# ---- riscv_alu_flat ----
`config.mk`:
```
export PLATFORM = sky130hd
export DESIGN_NAME = riscv_alu_flat
export DESIGN_NICKNAME = d
export VERILOG_FILES = /design/src/rtl/riscv_alu_if.sv /design/src/rtl/riscv_alu.sv /design/src/flat_wrapper.sv
export SDC_FILE = /design/constraint.sdc
export NUM_CORES = 1
export LEC_CHECK = 0
export CORE_MARGIN = 4
export CORE_UTILIZATION = 55
export CTS_BUF_LIST = sky130_fd_sc_hd__clkbuf_4 sky130_fd_sc_hd__clkbuf_8 sky130_fd_sc_hd__clkbuf_16
export CTS_CLUSTER_DIAMETER = 120
export DETAILED_ROUTE_END_ITERATION = 8
export HOLD_SLACK_MARGIN = 0.15
export PLACE_DENSITY = 0.79
export REMOVE_ABC_BUFFERS = 1
export SYNTH_ARGS = -nofsm -noshare
export SYNTH_HDL_FRONTEND = slang
export SYNTH_SLANG_ARGS = --single-unit
export TNS_END_PERCENT = 20
```
`constraint.sdc`:
```
create_clock -name clk -period 5.51 [get_ports clk]
set_input_delay 1.653 -clock clk [delete_from_list [all_inputs] [get_ports clk]]
set_output_delay 1.653 -clock clk [all_outputs]
set_load 0.005 [all_outputs]
```
`src/rtl/riscv_alu_if.sv`:
```
// Operand/result bundle between the RV32I datapath and its ALU.
// master drives the operation, slave (the ALU) returns the registered result and flags.
interface riscv_alu_if #(
  parameter int WIDTH = 32,
  parameter int SEL_W = 4
);
  logic [SEL_W-1:0] alu_sel;
  logic [WIDTH-1:0] bus_a;
  logic [WIDTH-1:0] bus_b;
  logic [WIDTH-1:0] alu_out;
  logic             zero;
  logic             negative;

  modport master (
    output alu_sel, bus_a, bus_b,
    input  alu_out, zero, negative
  );

  modport slave (
    input  alu_sel, bus_a, bus_b,
    output alu_out, zero, negative
  );
endinterface

```
`src/rtl/riscv_alu.sv`:
```
// 32-bit RV32I ALU with a registered result and zero/negative flags (1-cycle latency).
// Define ALU_MUL_EN to add MUL (sel 12) and MULH (sel 13); otherwise sel 12-15 return 0.
module riscv_alu #(
  parameter int WIDTH = 32,
  parameter int SEL_W = 4
) (
  input  logic        clk,
  input  logic        reset,
  riscv_alu_if.slave  alu_bus
);

  localparam logic [SEL_W-1:0] OP_ADD    = 4'd0;
  localparam logic [SEL_W-1:0] OP_SUB    = 4'd1;
  localparam logic [SEL_W-1:0] OP_SLL    = 4'd2;
  localparam logic [SEL_W-1:0] OP_SRL    = 4'd3;
  localparam logic [SEL_W-1:0] OP_SRA    = 4'd4;
  localparam logic [SEL_W-1:0] OP_AND    = 4'd5;
  localparam logic [SEL_W-1:0] OP_OR     = 4'd6;
  localparam logic [SEL_W-1:0] OP_XOR    = 4'd7;
  localparam logic [SEL_W-1:0] OP_SLT    = 4'd8;
  localparam logic [SEL_W-1:0] OP_SLTU   = 4'd9;
  localparam logic [SEL_W-1:0] OP_PASS_A = 4'd10;
  localparam logic [SEL_W-1:0] OP_PASS_B = 4'd11;
`ifdef ALU_MUL_EN
  localparam logic [SEL_W-1:0] OP_MUL    = 4'd12;
  localparam logic [SEL_W-1:0] OP_MULH   = 4'd13;
`endif

  logic [WIDTH-1:0] a;
  logic [WIDTH-1:0] b;
  logic [4:0]       shamt;
  logic [WIDTH-1:0] result;
  logic [WIDTH-1:0] out_q;
  logic             zero_q;
  logic             negative_q;

  assign a     = alu_bus.bus_a;
  assign b     = alu_bus.bus_b;
  // RV32I shifts use only the low five bits; a shift by 32 wraps to 0.
  assign shamt = b[4:0];

`ifdef ALU_MUL_EN
  // Sign-extending both operands to 64 bits makes the unsigned product equal the signed one.
  logic [2*WIDTH-1:0] product;
  assign product = {{WIDTH{a[WIDTH-1]}}, a} * {{WIDTH{b[WIDTH-1]}}, b};
`endif

  always_comb begin
    // NOTE: default assignment first so every path drives result and no latch is inferred.
    result = '0;
    case (alu_bus.alu_sel)
      OP_ADD:    result = a + b;
      OP_SUB:    result = a - b;
      OP_SLL:    result = a << shamt;
      OP_SRL:    result = a >> shamt;
      OP_SRA:    result = $signed(a) >>> shamt;
      OP_AND:    result = a & b;
      OP_OR:     result = a | b;
      OP_XOR:    result = a ^ b;
      OP_SLT:    result = {{(WIDTH-1){1'b0}}, $signed(a) < $signed(b)};
      OP_SLTU:   result = {{(WIDTH-1){1'b0}}, a < b};
      OP_PASS_A: result = a;
      OP_PASS_B: result = b;
`ifdef ALU_MUL_EN
      OP_MUL:    result = product[WIDTH-1:0];
      OP_MULH:   result = product[2*WIDTH-1:WIDTH];
`endif
      default:   result = '0;
    endcase
  end

  // Flags derive from the same value that is registered, so they never disagree with alu_out.
  always_ff @(posedge clk) begin
    // NOTE: non-blocking assignments so all registers update together on the edge.
    if (reset) begin
      out_q      <= '0;
      zero_q     <= 1'b1;
      negative_q <= 1'b0;
    end else begin
      out_q      <= result;
      zero_q     <= (result == '0);
      negative_q <= result[WIDTH-1];
    end
  end

  assign alu_bus.alu_out  = out_q;
  assign alu_bus.zero     = zero_q;
  assign alu_bus.negative = negative_q;

endmodule

```
`src/flat_wrapper.sv`:
```
// flat-port wrapper written by rule: the top's interface ports become plain ports
module riscv_alu_flat 
#(
  parameter int WIDTH = 32,
  parameter int SEL_W = 4
)
  (clk, reset, alu_bus_alu_sel, alu_bus_bus_a, alu_bus_bus_b, alu_bus_alu_out, alu_bus_zero, alu_bus_negative);
  riscv_alu_if #(.WIDTH(WIDTH), .SEL_W(SEL_W)) alu_bus_i ();
  input  logic clk;
  input  logic reset;
  input wire logic [$bits(alu_bus_i.alu_sel)-1:0] alu_bus_alu_sel;
  input wire logic [$bits(alu_bus_i.bus_a)-1:0] alu_bus_bus_a;
  input wire logic [$bits(alu_bus_i.bus_b)-1:0] alu_bus_bus_b;
  output wire logic [$bits(alu_bus_i.alu_out)-1:0] alu_bus_alu_out;
  output wire logic [$bits(alu_bus_i.zero)-1:0] alu_bus_zero;
  output wire logic [$bits(alu_bus_i.negative)-1:0] alu_bus_negative;
  assign alu_bus_i.alu_sel = alu_bus_alu_sel;
  assign alu_bus_i.bus_a = alu_bus_bus_a;
  assign alu_bus_i.bus_b = alu_bus_bus_b;
  assign alu_bus_alu_out = alu_bus_i.alu_out;
  assign alu_bus_zero = alu_bus_i.zero;
  assign alu_bus_negative = alu_bus_i.negative;
  riscv_alu #(.WIDTH(WIDTH), .SEL_W(SEL_W)) u_core (.clk(clk), .reset(reset), .alu_bus(alu_bus_i));
endmodule
```
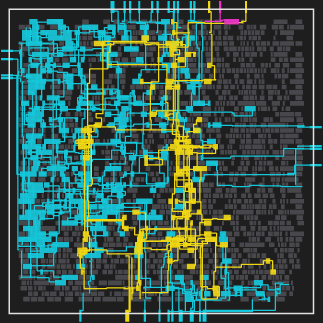
**Above:** riscv_alu_flat (I/O nets highlighted).
(2 px per µm)
| color | port | direction | edge | end cells | buffers | wire |
|---|---|---|---|---|---|---|
| magenta | `alu_bus_negative` | output | top | 1 | 1 | 22.9 µm |
| cyan | `alu_bus_bus_b` | input | 12 bottom, 12 top, 4 left, 4 right | 347 | 55 | 4,840 µm |
| yellow | `alu_bus_alu_sel` | input | 2 top, 2 bottom | 94 | 15 | 2,340 µm |

==> flow_summary.toml <==
# yosys + openroad results
[status]
status = "finished with violations"
violations = "design-rule violations"

[synth]
netlist_instances = 1566
top_cell = "nor2_1"

[routing]
drt-total-wl_um = 57700
drc_errors = 3

[placed_design]
dpl_worst_slack_ps = -286

[final_layout]
comb_cells = 1309
syn_to_final_growth_pct = 25.7
regArea_um2 = 661
seq-cell-share = 0.0465

[timing]
fmax_mhz = 182
max_slew_margin = 0.342

[critical_path]
critical_path_peak_fanout = 3

[power_and_ir_drop]
intPower_w = 0.00105

[floorplan]
die_y_um = 151

# ---- rr_stream_arbiter_flat ----
**rr_stream_arbiter_flat: the clock network**

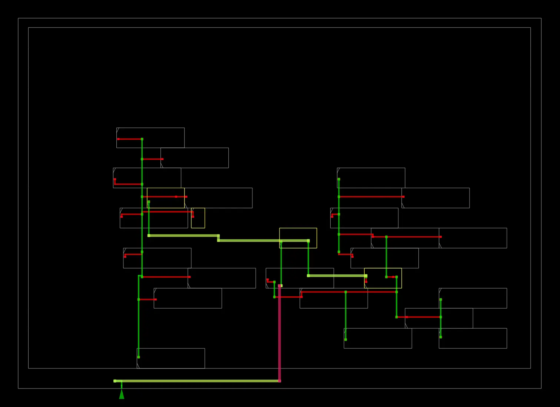
**rr_stream_arbiter_flat: zoomed window**

Window x 43 to 63, y 28 to 48 µm. Cells in gray, sequential cells in the stronger gray; small squares are vias.
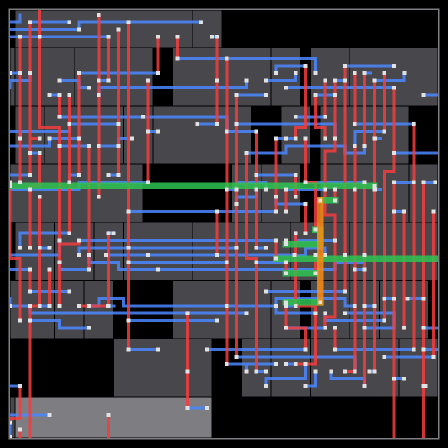
**rr_stream_arbiter_flat: metal layers overlaid**

(8 px per µm) Two of the layers only.
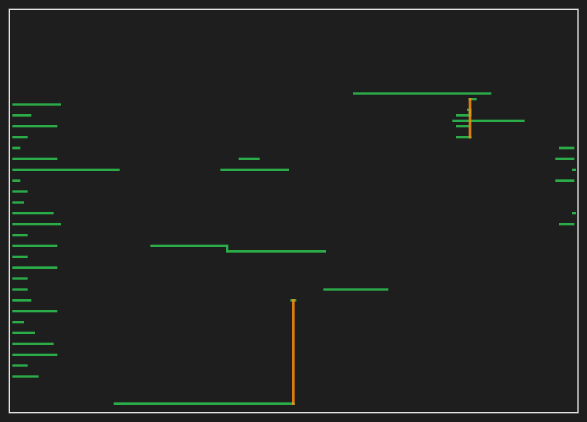
==> src/rtl/rr_stream_arbiter_pkg.sv <==
`default_nettype none
// +--------------------------------------------------------------------+
// | rr_stream_arbiter_pkg : shared widths and index helpers            |
// | Revision: 1.0                                                      |
// +--------------------------------------------------------------------+
package rr_stream_arbiter_pkg;

  localparam int bcnt_w = 8;

  function automatic int clog2(input int n);
    int r;
    r = 0;
    while ((1 << r) < n) r++;
    return r;
  endfunction

  // Circular increment that does not assume a power-of-two modulus.
  function automatic int wrap_inc(input int k, input int n);
    return (k + 1 >= n) ? 0 : k + 1;
  endfunction

endpackage
`default_nettype wire

==> src/rtl/rr_stream_arbiter_if.sv <==
`default_nettype none
// +--------------------------------------------------------------------+
// | rr_stream_arbiter_if : requester bundle plus shared output port    |
// | Revision: 1.0                                                      |
// +--------------------------------------------------------------------+
interface rr_stream_arbiter_if #(
  parameter int width_p = 8,
  parameter int req_p   = 4
);
  import rr_stream_arbiter_pkg::*;

  localparam int id_w = clog2(req_p);

  logic [req_p*width_p-1:0] req_data_i;
  logic [req_p-1:0]         req_valid_i;
  logic [req_p-1:0]         req_ready_o;
  logic                     grant_valid_o;
  logic [width_p-1:0]       grant_data_o;
  logic [id_w-1:0]          grant_id_o;
  logic                     grant_ready_i;

  modport slave (
    input  req_data_i, req_valid_i, grant_ready_i,
    output req_ready_o, grant_valid_o, grant_data_o, grant_id_o
  );

  modport master (
    output req_data_i, req_valid_i, grant_ready_i,
    input  req_ready_o, grant_valid_o, grant_data_o, grant_id_o
  );

endinterface
`default_nettype wire

==> src/rtl/rr_stream_arbiter_rr_pick.sv <==
`default_nettype none
// +--------------------------------------------------------------------+
// | rr_pick : first valid requester in circular order from prio_ptr    |
// | Revision: 1.0                                                      |
// +--------------------------------------------------------------------+
module rr_pick
  import rr_stream_arbiter_pkg::*;
#(
  parameter int req_p = 4,
  localparam int id_w = clog2(req_p)
) (
  input  logic [req_p-1:0] req_valid,
  input  logic [id_w-1:0]  prio_ptr,
  output logic [req_p-1:0] grant,
  output logic [id_w-1:0]  winner
);

  localparam int sum_w = id_w + 1;

  logic [sum_w-1:0] idx;
  logic             found;

  always_comb begin
    grant  = '0;
    winner = '0;
    found  = 1'b0;
    idx    = '0;
    for (int i = 0; i < req_p; i++) begin
      // Explicit subtract keeps the wrap correct for non-power-of-two req_p.
      idx = {1'b0, prio_ptr} + sum_w'(i);
      if (idx >= sum_w'(req_p)) idx = idx - sum_w'(req_p);
      if (!found && req_valid[idx[id_w-1:0]]) begin
        found                = 1'b1;
        grant[idx[id_w-1:0]] = 1'b1;
        winner               = idx[id_w-1:0];
      end
    end
  end

endmodule
`default_nettype wire

==> src/rtl/rr_stream_arbiter.sv <==
`default_nettype none
// +--------------------------------------------------------------------+
// | rr_stream_arbiter : round-robin N:1 stream arbiter, burst-capable  |
// | Revision: 1.0                                                      |
// +--------------------------------------------------------------------+
module rr_stream_arbiter
  import rr_stream_arbiter_pkg::*;
#(
  parameter int width_p = 8,
  parameter int req_p   = 4,
  parameter int burst_p = 1
) (
  input  logic                clk_i,
  input  logic                reset_ni,
  rr_stream_arbiter_if.slave  bus
);

  localparam int id_w = clog2(req_p);

  logic                grant_valid_q, grant_valid_d;
  logic [width_p-1:0]  grant_data_q,  grant_data_d;
  logic [id_w-1:0]     grant_id_q,    grant_id_d;
  logic [id_w-1:0]     prio_ptr_q,    prio_ptr_d;
  logic [id_w-1:0]     owner_q,       owner_d;
  logic [bcnt_w-1:0]   bcnt_q,        bcnt_d;

  logic [req_p-1:0]    pick_grant;
  logic [id_w-1:0]     pick_idx;
  logic                free;
  logic                xfer;
  logic                same_owner;
  logic                burst_room;

  rr_pick #(.req_p(req_p)) u_pick (
    .req_valid (bus.req_valid_i),
    .prio_ptr  (prio_ptr_q),
    .grant     (pick_grant),
    .winner    (pick_idx)
  );

  assign free            = ~grant_valid_q | bus.grant_ready_i;
  assign xfer            = reset_ni & free & (|bus.req_valid_i);
  assign bus.req_ready_o = (reset_ni & free) ? pick_grant : '0;

  assign same_owner = (pick_idx == owner_q);
  // One spare bit so bcnt+1 cannot overflow when burst_p is 255.
  assign burst_room = ({1'b0, bcnt_q} + (bcnt_w+1)'(1)) < (bcnt_w+1)'(burst_p);

  always_comb begin
    grant_valid_d = grant_valid_q;
    grant_data_d  = grant_data_q;
    grant_id_d    = grant_id_q;
    prio_ptr_d    = prio_ptr_q;
    owner_d       = owner_q;
    bcnt_d        = bcnt_q;
    if (xfer) begin
      grant_valid_d = 1'b1;
      grant_data_d  = bus.req_data_i[pick_idx*width_p +: width_p];
      grant_id_d    = pick_idx;
      owner_d       = pick_idx;
      if (same_owner && burst_room) begin
        prio_ptr_d = pick_idx;
        bcnt_d     = bcnt_q + bcnt_w'(1);
      end else if (!same_owner && (burst_p > 1)) begin
        prio_ptr_d = pick_idx;
        bcnt_d     = bcnt_w'(1);
      end else begin
        prio_ptr_d = id_w'(wrap_inc(int'(pick_idx), req_p));
        bcnt_d     = '0;
      end
    end else if (free) begin
      grant_valid_d = 1'b0;
    end
  end

  always_ff @(posedge clk_i or negedge reset_ni) begin
    if (!reset_ni) begin
      grant_valid_q <= 1'b0;
      grant_data_q  <= '0;
      grant_id_q    <= '0;
      prio_ptr_q    <= '0;
      owner_q       <= '0;
      bcnt_q        <= '0;
    end else begin
      grant_valid_q <= grant_valid_d;
      grant_data_q  <= grant_data_d;
      grant_id_q    <= grant_id_d;
      prio_ptr_q    <= prio_ptr_d;
      owner_q       <= owner_d;
      bcnt_q        <= bcnt_d;
    end
  end

  assign bus.grant_valid_o = grant_valid_q;
  assign bus.grant_data_o  = grant_data_q;
  assign bus.grant_id_o    = grant_id_q;

endmodule
`default_nettype wire

==> src/flat_wrapper.sv <==
// flat-port wrapper written by rule: the top's interface ports become plain ports
module rr_stream_arbiter_flat import rr_stream_arbiter_pkg::*;
#(
  parameter int width_p = 8,
  parameter int req_p   = 4,
  parameter int burst_p = 1
)
  (clk_i, reset_ni, bus_req_data_i, bus_req_valid_i, bus_grant_ready_i, bus_req_ready_o, bus_grant_valid_o, bus_grant_data_o, bus_grant_id_o);
  rr_stream_arbiter_if #(.width_p(width_p), .req_p(req_p)) bus_i ();
  input  logic clk_i;
  input  logic reset_ni;
  input wire logic [$bits(bus_i.req_data_i)-1:0] bus_req_data_i;
  input wire logic [$bits(bus_i.req_valid_i)-1:0] bus_req_valid_i;
  input wire logic [$bits(bus_i.grant_ready_i)-1:0] bus_grant_ready_i;
  output wire logic [$bits(bus_i.req_ready_o)-1:0] bus_req_ready_o;
  output wire logic [$bits(bus_i.grant_valid_o)-1:0] bus_grant_valid_o;
  output wire logic [$bits(bus_i.grant_data_o)-1:0] bus_grant_data_o;
  output wire logic [$bits(bus_i.grant_id_o)-1:0] bus_grant_id_o;
  assign bus_i.req_data_i = bus_req_data_i;
  assign bus_i.req_valid_i = bus_req_valid_i;
  assign bus_i.grant_ready_i = bus_grant_ready_i;
  assign bus_req_ready_o = bus_i.req_ready_o;
  assign bus_grant_valid_o = bus_i.grant_valid_o;
  assign bus_grant_data_o = bus_i.grant_data_o;
  assign bus_grant_id_o = bus_i.grant_id_o;
  rr_stream_arbiter #(.width_p(width_p), .req_p(req_p), .burst_p(burst_p)) u_core (.clk_i(clk_i), .reset_ni(reset_ni), .bus(bus_i));
endmodule
==> config.mk <==
export PLATFORM = sky130hd
export DESIGN_NAME = rr_stream_arbiter_flat
export DESIGN_NICKNAME = d
export VERILOG_FILES = /design/src/rtl/rr_stream_arbiter_pkg.sv /design/src/rtl/rr_stream_arbiter_if.sv /design/src/rtl/rr_stream_arbiter_rr_pick.sv /design/src/rtl/rr_stream_arbiter.sv /design/src/flat_wrapper.sv
export SDC_FILE = /design/constraint.sdc
export NUM_CORES = 1
export LEC_CHECK = 0
export CORE_ASPECT_RATIO = 0.7
export CORE_UTILIZATION = 50
export CTS_CLUSTER_SIZE = 10
export DETAILED_ROUTE_END_ITERATION = 8
export PLACE_DENSITY = 0.86
export SLEW_MARGIN = 10
export SYNTH_ARGS = -nofsm -noshare
export SYNTH_HDL_FRONTEND = slang
export SYNTH_HIERARCHICAL = 1
export SYNTH_SLANG_ARGS = --single-unit
==> constraint.sdc <==
create_clock -name clk_i -period 8.9 [get_ports clk_i]
set_input_delay 1.335 -clock clk_i [delete_from_list [all_inputs] [get_ports clk_i]]
set_output_delay 1.335 -clock clk_i [all_outputs]
set_load 0.05 [all_outputs]
==> flow_summary.toml <==
# yosys + openroad results
[synth]
ys_sh_adder = 0.0527
ys_seq_share = 0.316
synth-compound-area-share = 0.130

[final_layout]
final_cells = 243
lay_top_cells = "53 x clkdlybuf4s50_1, 21 x dfrtp_1, 19 x nand2_1"
n_all_buffers = 55
antennaDiodeCount = 0

[floorplan]
die-area_um2 = 3560
die_w_um = 70.9
num_rows = 17

[critical_path]
reg2reg_from = "u_core/prio_ptr_q[0]"
crit_slowest_cell = "clkdlybuf4s50_1"

[routing]
drc_errors = 0

[timing]
finalWorstSetupSlack_ps = 3410
hold_slack_ps = 490

[cts]
root_buffer = "clkbuf_8"
ctsHoldBuffers = 0
clock_path_buffers = 2

[placed_design]
dp_cells = 239
dpl_worst_slack_ps = 3420

[power_and_ir_drop]
powerSeq_w = 0.000163

[status]
status = "complete, no violations"

[global_route]
busiest_layer = "met2"
Notes on 'the clock network' of rr_stream_arbiter_flat above:
Clk. pwr: 0.0000614 W
CTS sink cnt: 21

Notes on 'zoomed window' of rr_stream_arbiter_flat above:
| color | layer |
|---|---|
| blue | metal 1 |
| orange | metal 4 |
| green | metal 3 |
| red | metal 2 |
netlist names of flops here include: `u_core/prio_ptr_q` (1)
most frequent: nand2_1 (9), o21ai_0 (5), ha_1 (5)
sequential cells in the window: 1
cells with their middle in the window: 41

Notes on 'metal layers overlaid' of rr_stream_arbiter_flat above:
| color | layer | wire length |
|---|---|---|
| orange | metal 4 | 17.7 µm |
| green | metal 3 | 194 µm |



==> notes/layouts.md <==
Pictures saved along the way, in no particular order.

Metal 2.
(a)
(2 px per µm)
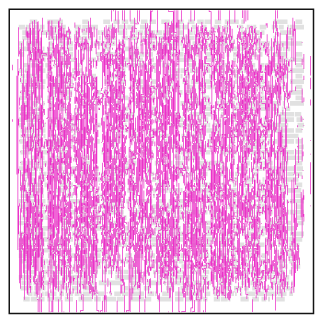
(b)
(6 px per µm)
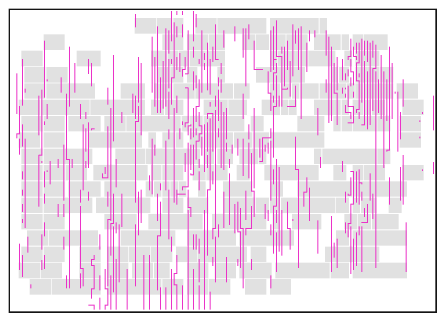
| picture | from |
|---|---|
| (b) | rr_stream_arbiter_flat |
| (a) | riscv_alu_flat |

Power and IR drop assume default switching activity.
